# ---- design 1 ----
===== src/rtl/dm_arbiter_pkg.sv =====
// Shared data-memory arbiter types: owner-state encoding and default bus widths.
// Used by the arbiter, the core-side port logic and the memory model.
package dm_arbiter_pkg;

  localparam int DM_ADDR_W = 9;
  localparam int DM_DATA_W = 16;
  localparam int STARVE_W  = 4;

  // Owner of the memory port in the previous cycle.
  typedef enum logic [1:0] {
    IDLE = 2'd0,
    CPU  = 2'd1,
    HOST = 2'd2,
    LOCK = 2'd3
  } arb_state_t;

  function automatic logic [STARVE_W-1:0] sat_inc(input logic [STARVE_W-1:0] v);
    return (&v) ? v : v + 1'b1;
  endfunction

endpackage


===== src/rtl/dm_arbiter_if.sv =====
// CPU, host and data-memory signal bundle around the arbiter.
// slave = arbiter side, master = requesters plus memory.
interface dm_arbiter_if
  import dm_arbiter_pkg::*;
#(
  parameter int ADDR_W = DM_ADDR_W,
  parameter int DATA_W = DM_DATA_W
);

  logic              cpu_req;
  logic              cpu_we;
  logic [ADDR_W-1:0] cpu_addr;
  logic [DATA_W-1:0] cpu_wdata;
  logic              cpu_gnt;
  logic              cpu_stall;
  logic [DATA_W-1:0] cpu_rdata;
  logic              cpu_rvalid;

  logic              host_req;
  logic              host_we;
  logic              host_lock;
  logic [ADDR_W-1:0] host_addr;
  logic [DATA_W-1:0] host_wdata;
  logic              host_gnt;
  logic [DATA_W-1:0] host_rdata;
  logic              host_rvalid;

  logic              mem_w;
  logic [ADDR_W-1:0] mem_addr;
  logic [DATA_W-1:0] mem_wdata;
  logic [DATA_W-1:0] mem_rdata;

  modport slave (
    input  cpu_req, cpu_we, cpu_addr, cpu_wdata,
    output cpu_gnt, cpu_stall, cpu_rdata, cpu_rvalid,
    input  host_req, host_we, host_lock, host_addr, host_wdata,
    output host_gnt, host_rdata, host_rvalid,
    output mem_w, mem_addr, mem_wdata,
    input  mem_rdata
  );

  modport master (
    output cpu_req, cpu_we, cpu_addr, cpu_wdata,
    input  cpu_gnt, cpu_stall, cpu_rdata, cpu_rvalid,
    output host_req, host_we, host_lock, host_addr, host_wdata,
    input  host_gnt, host_rdata, host_rvalid,
    input  mem_w, mem_addr, mem_wdata,
    output mem_rdata
  );

endinterface


===== src/rtl/dm_arbiter.sv =====
// Two-port (CPU/host) data-memory arbiter: zero-latency grants, host burst lock, registered read return.
// Default CPU priority with starvation limit; define DM_ARB_ROUND_ROBIN_EN for strict alternation.
module dm_arbiter
  import dm_arbiter_pkg::*;
#(
  parameter int ADDR_W       = DM_ADDR_W,
  parameter int DATA_W       = DM_DATA_W,
  parameter int STARVE_LIMIT = 4
) (
  input  logic            clk,
  input  logic            rst,
  dm_arbiter_if.slave     bus
);

  arb_state_t        state;
  logic              cpu_gnt;
  logic              host_gnt;
  logic              host_wins;
  logic              contended;
  logic              lock_hold;
  logic              mux_w;
  logic [ADDR_W-1:0] mux_addr;
  logic [DATA_W-1:0] mux_wdata;
  logic [DATA_W-1:0] cpu_rdata_q;
  logic [DATA_W-1:0] host_rdata_q;
  logic              cpu_rvalid_q;
  logic              host_rvalid_q;

`ifdef DM_ARB_ROUND_ROBIN_EN
  // Cleared at reset, so the CPU counts as most recently granted.
  logic last_host;
  assign host_wins = ~last_host;
`else
  logic [STARVE_W-1:0] starve_cnt;
  assign host_wins = (starve_cnt == STARVE_W'(STARVE_LIMIT));
`endif

  assign lock_hold = (state == LOCK) && bus.host_req && bus.host_lock;
  assign contended = bus.cpu_req && bus.host_req;

  // Grants are gated by rst so they drop the instant reset asserts.
  always_comb begin
    cpu_gnt  = 1'b0;
    host_gnt = 1'b0;
    if (rst) begin
      if (lock_hold) begin
        host_gnt = 1'b1;
      end else if (contended) begin
        host_gnt = host_wins;
        cpu_gnt  = ~host_wins;
      end else begin
        cpu_gnt  = bus.cpu_req;
        host_gnt = bus.host_req;
      end
    end
  end

  always_comb begin
    mux_w     = 1'b0;
    mux_addr  = '0;
    mux_wdata = '0;
    if (cpu_gnt) begin
      mux_w     = bus.cpu_we;
      mux_addr  = bus.cpu_addr;
      mux_wdata = bus.cpu_wdata;
    end else if (host_gnt) begin
      mux_w     = bus.host_we;
      mux_addr  = bus.host_addr;
      mux_wdata = bus.host_wdata;
    end
  end

  always_ff @(posedge clk or negedge rst) begin
    if (!rst) begin
      state         <= IDLE;
      cpu_rdata_q   <= '0;
      host_rdata_q  <= '0;
      cpu_rvalid_q  <= 1'b0;
      host_rvalid_q <= 1'b0;
`ifdef DM_ARB_ROUND_ROBIN_EN
      last_host     <= 1'b0;
`else
      starve_cnt    <= '0;
`endif
    end else begin
      if (cpu_gnt)                        state <= CPU;
      else if (host_gnt && bus.host_lock) state <= LOCK;
      else if (host_gnt)                  state <= HOST;
      else                                state <= IDLE;

      cpu_rvalid_q  <= cpu_gnt && !bus.cpu_we;
      host_rvalid_q <= host_gnt && !bus.host_we;
      if (cpu_gnt && !bus.cpu_we)   cpu_rdata_q  <= bus.mem_rdata;
      if (host_gnt && !bus.host_we) host_rdata_q <= bus.mem_rdata;

`ifdef DM_ARB_ROUND_ROBIN_EN
      if (cpu_gnt || host_gnt) last_host <= host_gnt;
`else
      if (host_gnt)                         starve_cnt <= '0;
      else if (cpu_gnt && bus.host_req)     starve_cnt <= sat_inc(starve_cnt);
`endif
    end
  end

  assign bus.cpu_gnt     = cpu_gnt;
  assign bus.host_gnt    = host_gnt;
  assign bus.cpu_stall   = rst && bus.cpu_req && !cpu_gnt;
  assign bus.mem_w       = mux_w;
  assign bus.mem_addr    = mux_addr;
  assign bus.mem_wdata   = mux_wdata;
  assign bus.cpu_rdata   = cpu_rdata_q;
  assign bus.host_rdata  = host_rdata_q;
  assign bus.cpu_rvalid  = cpu_rvalid_q;
  assign bus.host_rvalid = host_rvalid_q;

endmodule


===== src/flat_wrapper.sv =====
// flat-port wrapper written by rule: the top's interface ports become plain ports
module dm_arbiter_flat import dm_arbiter_pkg::*;
#(
  parameter int ADDR_W       = DM_ADDR_W,
  parameter int DATA_W       = DM_DATA_W,
  parameter int STARVE_LIMIT = 4
)
  (clk, rst, bus_cpu_req, bus_cpu_we, bus_cpu_addr, bus_cpu_wdata, bus_cpu_gnt, bus_cpu_stall, bus_cpu_rdata, bus_cpu_rvalid, bus_host_req, bus_host_we, bus_host_lock, bus_host_addr, bus_host_wdata, bus_host_gnt, bus_host_rdata, bus_host_rvalid, bus_mem_w, bus_mem_addr, bus_mem_wdata, bus_mem_rdata);
  dm_arbiter_if #(.ADDR_W(ADDR_W), .DATA_W(DATA_W)) bus_i ();
  input  logic clk;
  input  logic rst;
  input wire logic [$bits(bus_i.cpu_req)-1:0] bus_cpu_req;
  input wire logic [$bits(bus_i.cpu_we)-1:0] bus_cpu_we;
  input wire logic [$bits(bus_i.cpu_addr)-1:0] bus_cpu_addr;
  input wire logic [$bits(bus_i.cpu_wdata)-1:0] bus_cpu_wdata;
  output wire logic [$bits(bus_i.cpu_gnt)-1:0] bus_cpu_gnt;
  output wire logic [$bits(bus_i.cpu_stall)-1:0] bus_cpu_stall;
  output wire logic [$bits(bus_i.cpu_rdata)-1:0] bus_cpu_rdata;
  output wire logic [$bits(bus_i.cpu_rvalid)-1:0] bus_cpu_rvalid;
  input wire logic [$bits(bus_i.host_req)-1:0] bus_host_req;
  input wire logic [$bits(bus_i.host_we)-1:0] bus_host_we;
  input wire logic [$bits(bus_i.host_lock)-1:0] bus_host_lock;
  input wire logic [$bits(bus_i.host_addr)-1:0] bus_host_addr;
  input wire logic [$bits(bus_i.host_wdata)-1:0] bus_host_wdata;
  output wire logic [$bits(bus_i.host_gnt)-1:0] bus_host_gnt;
  output wire logic [$bits(bus_i.host_rdata)-1:0] bus_host_rdata;
  output wire logic [$bits(bus_i.host_rvalid)-1:0] bus_host_rvalid;
  output wire logic [$bits(bus_i.mem_w)-1:0] bus_mem_w;
  output wire logic [$bits(bus_i.mem_addr)-1:0] bus_mem_addr;
  output wire logic [$bits(bus_i.mem_wdata)-1:0] bus_mem_wdata;
  input wire logic [$bits(bus_i.mem_rdata)-1:0] bus_mem_rdata;
  assign bus_i.cpu_req = bus_cpu_req;
  assign bus_i.cpu_we = bus_cpu_we;
  assign bus_i.cpu_addr = bus_cpu_addr;
  assign bus_i.cpu_wdata = bus_cpu_wdata;
  assign bus_cpu_gnt = bus_i.cpu_gnt;
  assign bus_cpu_stall = bus_i.cpu_stall;
  assign bus_cpu_rdata = bus_i.cpu_rdata;
  assign bus_cpu_rvalid = bus_i.cpu_rvalid;
  assign bus_i.host_req = bus_host_req;
  assign bus_i.host_we = bus_host_we;
  assign bus_i.host_lock = bus_host_lock;
  assign bus_i.host_addr = bus_host_addr;
  assign bus_i.host_wdata = bus_host_wdata;
  assign bus_host_gnt = bus_i.host_gnt;
  assign bus_host_rdata = bus_i.host_rdata;
  assign bus_host_rvalid = bus_i.host_rvalid;
  assign bus_mem_w = bus_i.mem_w;
  assign bus_mem_addr = bus_i.mem_addr;
  assign bus_mem_wdata = bus_i.mem_wdata;
  assign bus_i.mem_rdata = bus_mem_rdata;
  dm_arbiter #(.ADDR_W(ADDR_W), .DATA_W(DATA_W), .STARVE_LIMIT(STARVE_LIMIT)) u_core (.clk(clk), .rst(rst), .bus(bus_i));
endmodule

===== config.mk =====
export PLATFORM = sky130hd
export DESIGN_NAME = dm_arbiter_flat
export DESIGN_NICKNAME = d
export VERILOG_FILES = /design/src/rtl/dm_arbiter_pkg.sv /design/src/rtl/dm_arbiter_if.sv /design/src/rtl/dm_arbiter.sv /design/src/flat_wrapper.sv
export SDC_FILE = /design/constraint.sdc
export NUM_CORES = 1
export LEC_CHECK = 0
export ABC_AREA = 1
export CAP_MARGIN = 20
export CORE_AREA = 4 4 65 97
export DETAILED_ROUTE_END_ITERATION = 8
export DIE_AREA = 0 0 69 101
export MAX_ROUTING_LAYER = met4
export PLACE_DENSITY = 0.86
export SLEW_MARGIN = 20
export SYNTH_ARGS = -nofsm -noshare
export SYNTH_HDL_FRONTEND = slang
export SYNTH_SLANG_ARGS = --single-unit

===== constraint.sdc =====
create_clock -name clk -period 5.55 [get_ports clk]
set_input_delay 1.3875 -clock clk [delete_from_list [all_inputs] [get_ports clk]]
set_output_delay 1.3875 -clock clk [all_outputs]
set_load 0.02 [all_outputs]

Figure 1. Selected gate families (design 1).
Scale: 4 px per um.
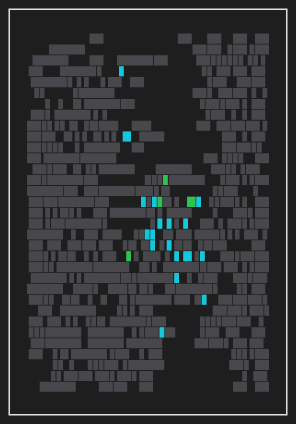
Cyan stands for inverters, cells 18, where middle. Green stands for NOR gates, cells 4, where middle.

==> flow_metrics.env <==
# implementation run metrics
export IMPL_dp_cells=479
export IMPL_crit_family="buffers and inverters"
export IMPL_logic_family="simple AND/OR/NAND/NOR gates"
export IMPL_root_buffer="clkbuf_8"
export IMPL_cp_slowest_cell="clkdlybuf4s50_1"
export IMPL_top_cell="nand2_1"
export IMPL_status="finished clean"
export IMPL_pg_comb_mw=0.326
export IMPL_cp_startpoint="bus_cpu_req"
export IMPL_switchingPower_mw=0.295
export IMPL_r2r_setup_slack_ns=3.82
export IMPL_min_period_ns=5.04
export IMPL_worstRegToRegCells=10
export IMPL_synthDistinctLibCells=20
export IMPL_register_area_sq_um=1000
export IMPL_synthAoiAreaFrac=0.00586
export IMPL_fin_ws_ns=0.507
export IMPL_wl_per_cell_um=14.5
export IMPL_clockBufferDepth=2
export IMPL_busiest_layer="met2"
export IMPL_port_buffers=135
export IMPL_min_to="u_core.bus.cpu_rdata[8]"
export IMPL_clockNetworkAreaShare=0.0249
export IMPL_seq_cells=40
export IMPL_finalCritPeriodShare=0.909
export IMPL_clockPowerShare=0.219
export IMPL_yosys_register_bits=40
export IMPL_finalClockSkew_ns=0.00610
export IMPL_drv_slew=0
export IMPL_route_met2_wl_um=3310
export IMPL_ctsResizeCount=0
export IMPL_crit_path_end_kind="output port"
export IMPL_tritoncts="built"
export IMPL_clock_buffers=6
export IMPL_fmax_mhz=198
export IMPL_critPathBufInv=4
export IMPL_fp_nets=358
export IMPL_slowest_delay_ns=0.63
export IMPL_syn_avg_cell_area_sq_um=7.55
export IMPL_worstMarginPinSlew_ns=0.425
export IMPL_clkTransAtPathRegs_ns=0.08
export IMPL_seq_power_share=0.413
export IMPL_top_area_frac=0.469
export IMPL_cp_cell_sequence="clkdlybuf4s50_1, nand2_1, inv_1, nand2_2, nand2_2, nand2_4, nand2_4, inv_2, nand2_1, nand2_1, clkdlybuf4s50_1"
export IMPL_use_met1=0.263
export IMPL_cap_violations=0
export IMPL_power_density_nw_per_um2=248
export IMPL_yosys_stat_cells=283
export IMPL_min_delay_path_depth=2
export IMPL_routabilityCongestion=0.857
export IMPL_routed_top_layer="met4"
export IMPL_hold_ws_ns=0.474
Figure 2. Met2 routing (design 1).
Scale: 3 px per um. Cells faint in the background.
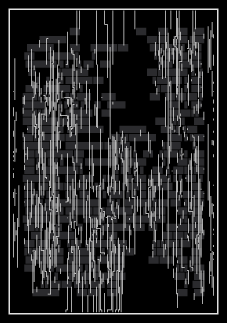
The wires run mostly vertical. The layer carries 3310 um of wire.


# ---- design 2 ----
Figure 3. Track usage over the die (design 2).
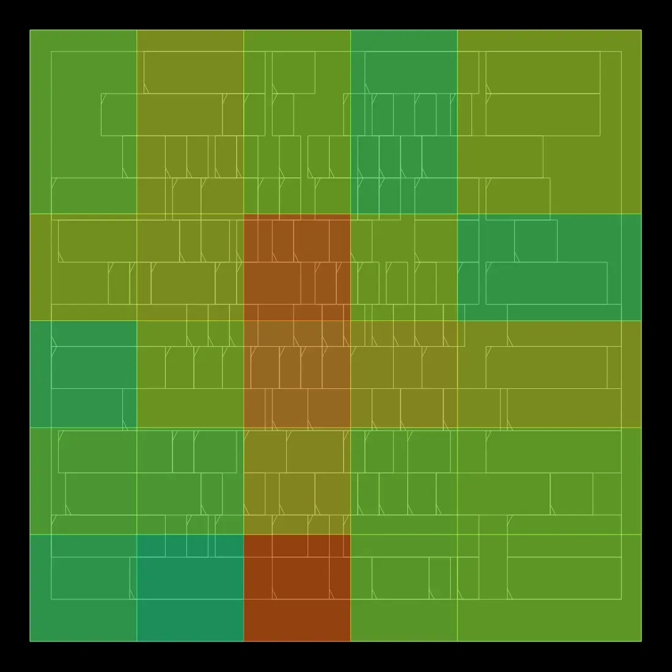
Figure 4. Signal wires on met3 (design 2).
Scale: 8 px per um.
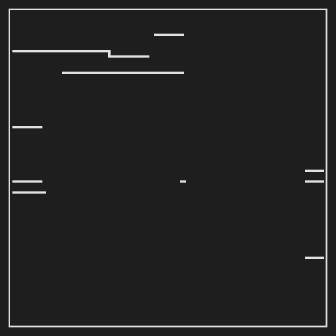
$ cat config.mk
export PLATFORM = sky130hd
export DESIGN_NAME = mealy_state_seq_flat
export DESIGN_NICKNAME = d
export VERILOG_FILES = /design/src/rtl/mealy_state_seq_if.sv /design/src/rtl/mealy_state_seq.sv /design/src/flat_wrapper.sv
export SDC_FILE = /design/constraint.sdc
export NUM_CORES = 1
export LEC_CHECK = 0
export ABC_AREA = 1
export CAP_MARGIN = 40
export CORE_UTILIZATION = 45
export DETAILED_ROUTE_END_ITERATION = 8
export PLACE_DENSITY_LB_ADDON = 0.3
export SETUP_SLACK_MARGIN = 0.15
export SLEW_MARGIN = 30
export SYNTH_ARGS = -nofsm -noshare
export SYNTH_HDL_FRONTEND = slang
export SYNTH_SLANG_ARGS = --single-unit
$ cat constraint.sdc
create_clock -name clk -period 1.4 [get_ports clk]
set_input_delay 0.28 -clock clk [delete_from_list [all_inputs] [get_ports clk]]
set_output_delay 0.28 -clock clk [all_outputs]
set_load 0.05 [all_outputs]
$ cat src/rtl/mealy_state_seq_if.sv
// mealy_state_seq_if: controller-side bundle (clear/in_valid/in in; state/step/steps/in_d/timeout out), master=driver, slave=mealy_state_seq
interface mealy_state_seq_if #(
  parameter int CNT_W = 8
);
  logic clear;
  logic in_valid;
  logic in;
  logic [1:0] state;
  logic step;
  logic [CNT_W-1:0] steps;
  logic in_d;
  logic timeout;
  modport master (output clear, in_valid, in, input state, step, steps, in_d, timeout);
  modport slave (input clear, in_valid, in, output state, step, steps, in_d, timeout);
endinterface

$ cat src/rtl/mealy_state_seq.sv
// mealy_state_seq: A/B/C/D state register + next-state, step strobe, saturating steps count, in_d flag; ports clk, reset, bus (mealy_state_seq_if.slave); `DWELL_TIMEOUT_EN adds forced D->A exit after DWELL_MAX cycles
module mealy_state_seq #(
  parameter int CNT_W = 8,
  parameter int DWELL_MAX = 8
) (
  input logic clk,
  input logic reset,
  mealy_state_seq_if.slave bus
);
  typedef enum logic [1:0] {A = 2'b00, B = 2'b01, C = 2'b10, D = 2'b11} state_t;
  state_t state_q, state_d, nxt;
  logic acc, exit_d;
  logic step_q, step_d;
  logic timeout_q, timeout_d;
  logic [CNT_W-1:0] steps_q, steps_d;
`ifdef DWELL_TIMEOUT_EN
  logic [7:0] dwell_q, dwell_d;
  always_comb begin
    exit_d = state_q == D && dwell_q == 8'(DWELL_MAX - 1);
    dwell_d = (bus.clear || state_q != D) ? 8'd0 : dwell_q + 8'd1;
  end
  always_ff @(posedge clk) begin
    if (reset) dwell_q <= 8'd0;
    else dwell_q <= dwell_d;
  end
`else
  logic [31:0] unused_dwell_max;
  assign unused_dwell_max = 32'(DWELL_MAX);
  always_comb exit_d = 1'b0;
`endif
  always_comb begin
    nxt = state_q == A ? (bus.in ? C : B) :
          state_q == B ? (bus.in ? A : D) :
          state_q == C ? (bus.in ? D : B) : D;
    acc = bus.in_valid && !bus.clear && !exit_d;
    state_d = (bus.clear || exit_d) ? A : acc ? nxt : state_q;
    step_d = acc;
    steps_d = bus.clear ? '0 : (acc && steps_q != '1) ? steps_q + 1'b1 : steps_q;
    timeout_d = exit_d && !bus.clear;
  end
  always_ff @(posedge clk) begin
    if (reset) begin
      state_q <= A;
      step_q <= 1'b0;
      steps_q <= '0;
      timeout_q <= 1'b0;
    end else begin
      state_q <= state_d;
      step_q <= step_d;
      steps_q <= steps_d;
      timeout_q <= timeout_d;
    end
  end
  assign bus.state = state_q;
  assign bus.step = step_q;
  assign bus.steps = steps_q;
  assign bus.in_d = state_q == D;
  assign bus.timeout = timeout_q;
endmodule

$ cat src/flat_wrapper.sv
// flat-port wrapper written by rule: the top's interface ports become plain ports
module mealy_state_seq_flat 
#(
  parameter int CNT_W = 8,
  parameter int DWELL_MAX = 8
)
  (clk, reset, bus_clear, bus_in_valid, bus_in, bus_state, bus_step, bus_steps, bus_in_d, bus_timeout);
  mealy_state_seq_if #(.CNT_W(CNT_W)) bus_i ();
  input logic clk;
  input logic reset;
  input wire logic [$bits(bus_i.clear)-1:0] bus_clear;
  input wire logic [$bits(bus_i.in_valid)-1:0] bus_in_valid;
  input wire logic [$bits(bus_i.in)-1:0] bus_in;
  output wire logic [$bits(bus_i.state)-1:0] bus_state;
  output wire logic [$bits(bus_i.step)-1:0] bus_step;
  output wire logic [$bits(bus_i.steps)-1:0] bus_steps;
  output wire logic [$bits(bus_i.in_d)-1:0] bus_in_d;
  output wire logic [$bits(bus_i.timeout)-1:0] bus_timeout;
  assign bus_i.clear = bus_clear;
  assign bus_i.in_valid = bus_in_valid;
  assign bus_i.in = bus_in;
  assign bus_state = bus_i.state;
  assign bus_step = bus_i.step;
  assign bus_steps = bus_i.steps;
  assign bus_in_d = bus_i.in_d;
  assign bus_timeout = bus_i.timeout;
  mealy_state_seq #(.CNT_W(CNT_W), .DWELL_MAX(DWELL_MAX)) u_core (.clk(clk), .reset(reset), .bus(bus_i));
endmodule
==> flow_metrics.env <==
# implementation run metrics
export IMPL_power_mw=0.649
export IMPL_synthAoiAreaFrac=0.0594
export IMPL_topCellsByArea="dfxtp_1 (35%), nand2_1 (12%), nor2_1 (9.5%)"
export IMPL_cp_required_ns=1.12
export IMPL_fin_util=0.800
export IMPL_nFillCells=91
export IMPL_tritoncts="built"
export IMPL_insertedDiodeCount=0
export IMPL_rsz0062_at_grt="yes"
export IMPL_fmax_mhz=820
export IMPL_inv_count=14
export IMPL_drt_initial_drc_count=7
export IMPL_top_power_group="sequential cells"
export IMPL_p_sw_frac=0.270
export IMPL_crit_family="flip-flops"
export IMPL_grt_ovfl_total=0
export IMPL_cp_slowest_cell="dfxtp_4"
export IMPL_wl_per_cell_um=10.2
export IMPL_yosys_register_bits=11
export IMPL_seq_power_mw=0.319
export IMPL_cp_cell_sequence="nand2_1, inv_2, buf_12"
export IMPL_comb_area_frac=0.351
export IMPL_finalCritPeriodShare=0.871
export IMPL_ys_sh_xor=0
export IMPL_ff_type="dfxtp_1"
export IMPL_power_density_nw_per_um2=624
export IMPL_top_area_frac=0.349
export IMPL_top_cell="nand2_1"
export IMPL_syn_avg_cell_area_sq_um=6.72
export IMPL_largest_area_cell="dfxtp_1"
export IMPL_hold_ws_ns=0.547
export IMPL_worstRegToRegCells=6
export IMPL_htree_levels=1
export IMPL_routabilityCongestion=0.828
export IMPL_comb_cells=67
export IMPL_lay_top_count="nand2_1"
export IMPL_status="finished clean"
export IMPL_busiest_layer="met2"
export IMPL_switchingPower_mw=0.176
export IMPL_buf_share=0.320
export IMPL_setup_viol=0
export IMPL_register_area_sq_um=243
export IMPL_critPathBufInv=2
export IMPL_crit_path_end_kind="output port"
export IMPL_seq_power_share=0.491
export IMPL_fin_nets=126
export IMPL_layout_drive_gt1_share=0.403
export IMPL_ys_seq_share=0.349
export IMPL_syn_area_sq_um=632
export IMPL_grt_usage=0.219
export IMPL_clockBufferDepth=2
export IMPL_grt_pass1_vias=543
export IMPL_finalClockSkew_ns=0.00437
export IMPL_wl_um=1370
export IMPL_logic_area_sq_um=365
export IMPL_leakagePower_nw=0.416
export IMPL_hold_class="flip-flop to flip-flop"
export IMPL_slowest_delay_ns=0.37
export IMPL_core_area_sq_um=1300
export IMPL_timing_rr_end="u_core.bus.steps[0]"
export IMPL_clock_buffers=4
export IMPL_clockPowerShare=0.344
export IMPL_io_pins=18
export IMPL_buffers=23
export IMPL_drv_slew=0
export IMPL_synth_cells=94
export IMPL_min_delay_path_depth=2
export IMPL_p_clk_mw=0.223
export IMPL_hold_viol=0
export IMPL_placed_area_sq_um=965
About Figure 3:
routing usage on met2: 0.344
met3 Use GR: 0.0852
met1 GRT Util: 0.267

About Figure 4:
The longest straight run is 14.9 um. The wires run mostly horizontal.


# ---- design 3 ----
[src/rtl/ball_motion.sv]
// Pong ball position/direction engine: serve delay, paddle/wall reflection, goals.
// Optional macro SPEEDUP_EN adds a per-rally x-speed register capped at MAX_SPEED.
module ball_motion #(
    parameter int H_ACTIVE    = 640,
    parameter int V_ACTIVE    = 480,
    parameter int BALL_SIZE   = 8,
    parameter int SPEED_X     = 2,
    parameter int SPEED_Y     = 2,
    parameter int PADDLE_ZONE = 24,
    parameter int WALL_ZONE   = 8,
    parameter int SERVE_DELAY = 60,
    parameter int MAX_SPEED   = 5
) (
    input  logic       clk,
    input  logic       rst,
    input  logic       frame_tick,
    input  logic       collision,
    input  logic       pause,
    output logic [9:0] ball_x,
    output logic [9:0] ball_y,
    output logic       dir_x,
    output logic       dir_y,
    output logic       serving,
    output logic       score_p1,
    output logic       score_p2
);

    localparam logic [9:0] X_MAX = 10'(H_ACTIVE - BALL_SIZE);
    localparam logic [9:0] Y_MAX = 10'(V_ACTIVE - BALL_SIZE);
    localparam logic [9:0] X_CTR = 10'((H_ACTIVE - BALL_SIZE) / 2);
    localparam logic [9:0] Y_CTR = 10'((V_ACTIVE - BALL_SIZE) / 2);
    localparam logic [9:0] PZ_L  = 10'(PADDLE_ZONE);
    localparam logic [9:0] PZ_R  = 10'(H_ACTIVE - PADDLE_ZONE - BALL_SIZE);
    localparam logic [9:0] WZ_T  = 10'(WALL_ZONE);
    localparam logic [9:0] WZ_B  = 10'(V_ACTIVE - WALL_ZONE - BALL_SIZE);
    localparam int CW = $clog2(SERVE_DELAY + 1);
    localparam logic [CW-1:0] CNT_INIT = CW'(SERVE_DELAY);
    // Step width covers the largest x step the ball can ever take
    localparam int SMAX = (MAX_SPEED > SPEED_X) ? MAX_SPEED : SPEED_X;
    localparam int SW = $clog2(SMAX + 1);

    typedef enum logic [1:0] {SERVE, PLAY, SCORE} state_t;

    state_t state, state_n;
    logic [9:0] x_n, y_n;
    logic dx_n, dy_n;
    logic [CW-1:0] cnt, cnt_n;
    logic srv_dir, srv_dir_n;
    logic winner, winner_n;
    logic [SW-1:0] step;
    logic adv, hit_l, hit_r, hit_t, hit_b;
    logic signed [11:0] nx, ny, sx, sy;
`ifdef SPEEDUP_EN
    logic [SW-1:0] speed, speed_n;
`endif

    assign adv = frame_tick && !pause;

    always_comb begin
        state_n   = state;
        x_n       = ball_x;
        y_n       = ball_y;
        dx_n      = dir_x;
        dy_n      = dir_y;
        cnt_n     = cnt;
        srv_dir_n = srv_dir;
        winner_n  = winner;
`ifdef SPEEDUP_EN
        speed_n   = speed;
        step      = speed;
`else
        step      = SW'(SPEED_X);
`endif
        hit_l = collision && (ball_x < PZ_L) && !dir_x;
        hit_r = collision && (ball_x > PZ_R) && dir_x;
        hit_t = collision && (ball_y < WZ_T) && !dir_y;
        hit_b = collision && (ball_y > WZ_B) && dir_y;
        nx = '0;
        ny = '0;
        sx = '0;
        sy = '0;
        unique case (state)
            SERVE: begin
                if (adv) begin
                    cnt_n = cnt - CW'(1);
                    if (cnt == CW'(1)) begin
                        state_n = PLAY;
                        dx_n    = srv_dir;
                    end
                end
            end
            PLAY: begin
                if (adv) begin
                    if (hit_l || hit_r) begin
                        dx_n = hit_l;
`ifdef SPEEDUP_EN
                        if (speed < SW'(MAX_SPEED))
                            speed_n = speed + SW'(1);
                        step = speed_n;
`endif
                    end
                    if (hit_t)
                        dy_n = 1'b1;
                    else if (hit_b)
                        dy_n = 1'b0;
                    sx = 12'(step);
                    sy = 12'(SPEED_Y);
                    nx = dx_n ? $signed({2'b00, ball_x}) + sx
                              : $signed({2'b00, ball_x}) - sx;
                    ny = dy_n ? $signed({2'b00, ball_y}) + sy
                              : $signed({2'b00, ball_y}) - sy;
                    // Touching an edge counts as clamping there
                    if (ny <= 12'sd0) begin
                        y_n  = '0;
                        dy_n = 1'b1;
                    end else if (ny >= $signed({2'b00, Y_MAX})) begin
                        y_n  = Y_MAX;
                        dy_n = 1'b0;
                    end else begin
                        y_n = ny[9:0];
                    end
                    if (nx <= 12'sd0) begin
                        x_n      = '0;
                        winner_n = 1'b0;
                        state_n  = SCORE;
                    end else if (nx >= $signed({2'b00, X_MAX})) begin
                        x_n      = X_MAX;
                        winner_n = 1'b1;
                        state_n  = SCORE;
                    end else begin
                        x_n = nx[9:0];
                    end
                end
            end
            SCORE: begin
                state_n   = SERVE;
                x_n       = X_CTR;
                y_n       = Y_CTR;
                cnt_n     = CNT_INIT;
                srv_dir_n = winner;
`ifdef SPEEDUP_EN
                speed_n   = SW'(SPEED_X);
`endif
            end
            default: state_n = SERVE;
        endcase
    end

    always_ff @(posedge clk or posedge rst) begin
        if (rst) begin
            state   <= SERVE;
            ball_x  <= X_CTR;
            ball_y  <= Y_CTR;
            dir_x   <= 1'b1;
            dir_y   <= 1'b1;
            cnt     <= CNT_INIT;
            srv_dir <= 1'b1;
            winner  <= 1'b0;
`ifdef SPEEDUP_EN
            speed   <= SW'(SPEED_X);
`endif
        end else begin
            state   <= state_n;
            ball_x  <= x_n;
            ball_y  <= y_n;
            dir_x   <= dx_n;
            dir_y   <= dy_n;
            cnt     <= cnt_n;
            srv_dir <= srv_dir_n;
            winner  <= winner_n;
`ifdef SPEEDUP_EN
            speed   <= speed_n;
`endif
        end
    end

    assign serving  = (state == SERVE);
    assign score_p1 = (state == SCORE) && winner;
    assign score_p2 = (state == SCORE) && !winner;

endmodule

[config.mk]
export PLATFORM = sky130hd
export DESIGN_NAME = ball_motion
export DESIGN_NICKNAME = d
export VERILOG_FILES = /design/src/rtl/ball_motion.sv
export SDC_FILE = /design/constraint.sdc
export NUM_CORES = 1
export LEC_CHECK = 0
export ABC_AREA = 1
export CAP_MARGIN = 5
export CORE_AREA = 2 2 64 96
export DETAILED_ROUTE_END_ITERATION = 7
export DIE_AREA = 0 0 66 98
export GPL_TIMING_DRIVEN = 0
export HOLD_SLACK_MARGIN = 0.05
export PLACE_DENSITY = 0.73
export SLEW_MARGIN = 25
export SYNTH_ARGS = -nofsm -noshare
export SYNTH_HDL_FRONTEND = slang
export SYNTH_SLANG_ARGS = --single-unit
[constraint.sdc]
create_clock -name clk -period 2.3 [get_ports clk]
set_clock_uncertainty 0.15 [all_clocks]
set_input_delay 0.46 -clock clk [delete_from_list [all_inputs] [get_ports clk]]
set_output_delay 0.46 -clock clk [all_outputs]
set_load 0.01 [all_outputs]
Figure 5. Met2 routing (design 3).
Scale: 3 px per um. Cells faint in the background.
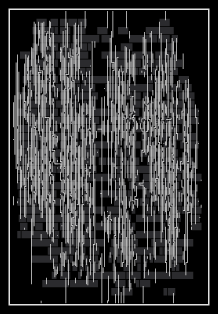
The longest straight run is 38.1 um. The layer holds 55% of the routed length. The wires run mostly vertical. The layer carries 5080 um of wire. 438 nets have wire on it.

==> flow_metrics.env <==
# implementation run metrics
export IMPL_status="complete, but fails checks"
export IMPL_failed_checks="negative setup slack"
export IMPL_clockBufferDepth=2
export IMPL_use_met3=0.0253
export IMPL_setup_viol=21
export IMPL_yosysWarnings=0
export IMPL_numCtsBuffers=5
export IMPL_final_area_sq_um=4000
export IMPL_grt_use_met2=0.515
export IMPL_ys_seq_share=0.283
export IMPL_layout_drive_gt1_share=0.441
export IMPL_drt_initial_drc_count=199
export IMPL_dp_cells=515
export IMPL_largest_area_cell="nand2_1"
export IMPL_worstSetupPathType="flip-flop to flip-flop"
export IMPL_post_cts_buffers=32
export IMPL_worstMarginPinSlew_ns=0.647
export IMPL_slew_headroom=0.568
export IMPL_core_area_sq_um=5700
export IMPL_ir_worst_vdd_uv=1020
export IMPL_fmax_mhz=411
export IMPL_pre_cts_slack_ns=-0.658
export IMPL_fin_ws_ns=-0.132
export IMPL_tritoncts="built"
export IMPL_area_growth_pct=46.3
export IMPL_final_layout_top_logic_cells="nand2_1 (101), nand2_2 (46), buf_4 (43)"
export IMPL_crit_path_end_kind="flip-flop"
export IMPL_clk_latency_ns=0.28
export IMPL_ys_sh_mux=0
export IMPL_drv_slew=0
export IMPL_p_comb_frac=0.738
export IMPL_seq_power_mw=1.24
export IMPL_rows=34
export IMPL_top_cell="nand2_1"
export IMPL_synthAoiAreaFrac=0.0912
export IMPL_worstRegToRegCells=13


==> layout pictures side by side <==
Cell sizes after repair.
panel A
Scale: 4 px per um.
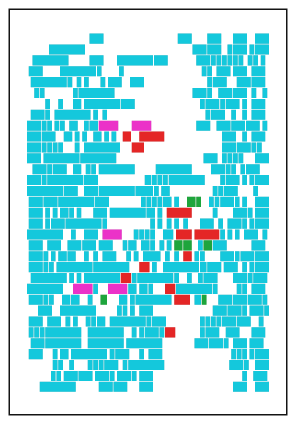
panel B
Scale: 12 px per um.
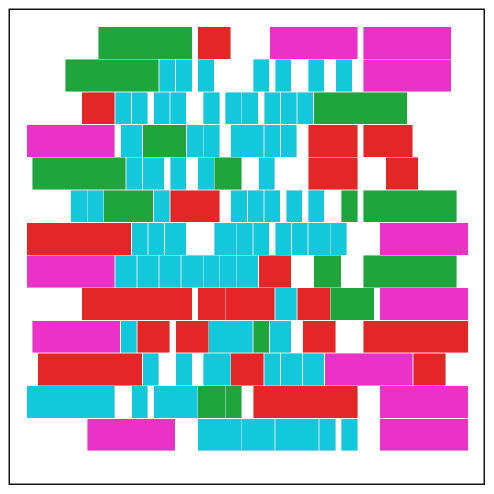
panel C
Scale: 4 px per um.
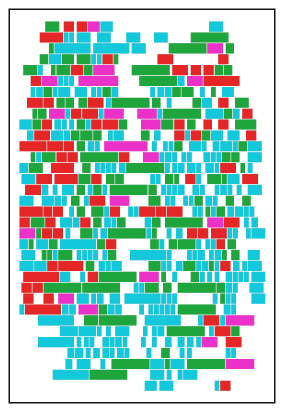
design 2 -> panel B
design 3 -> panel C
design 1 -> panel A
The one with the fewest cells is panel B.
The one with the smallest die is panel B.

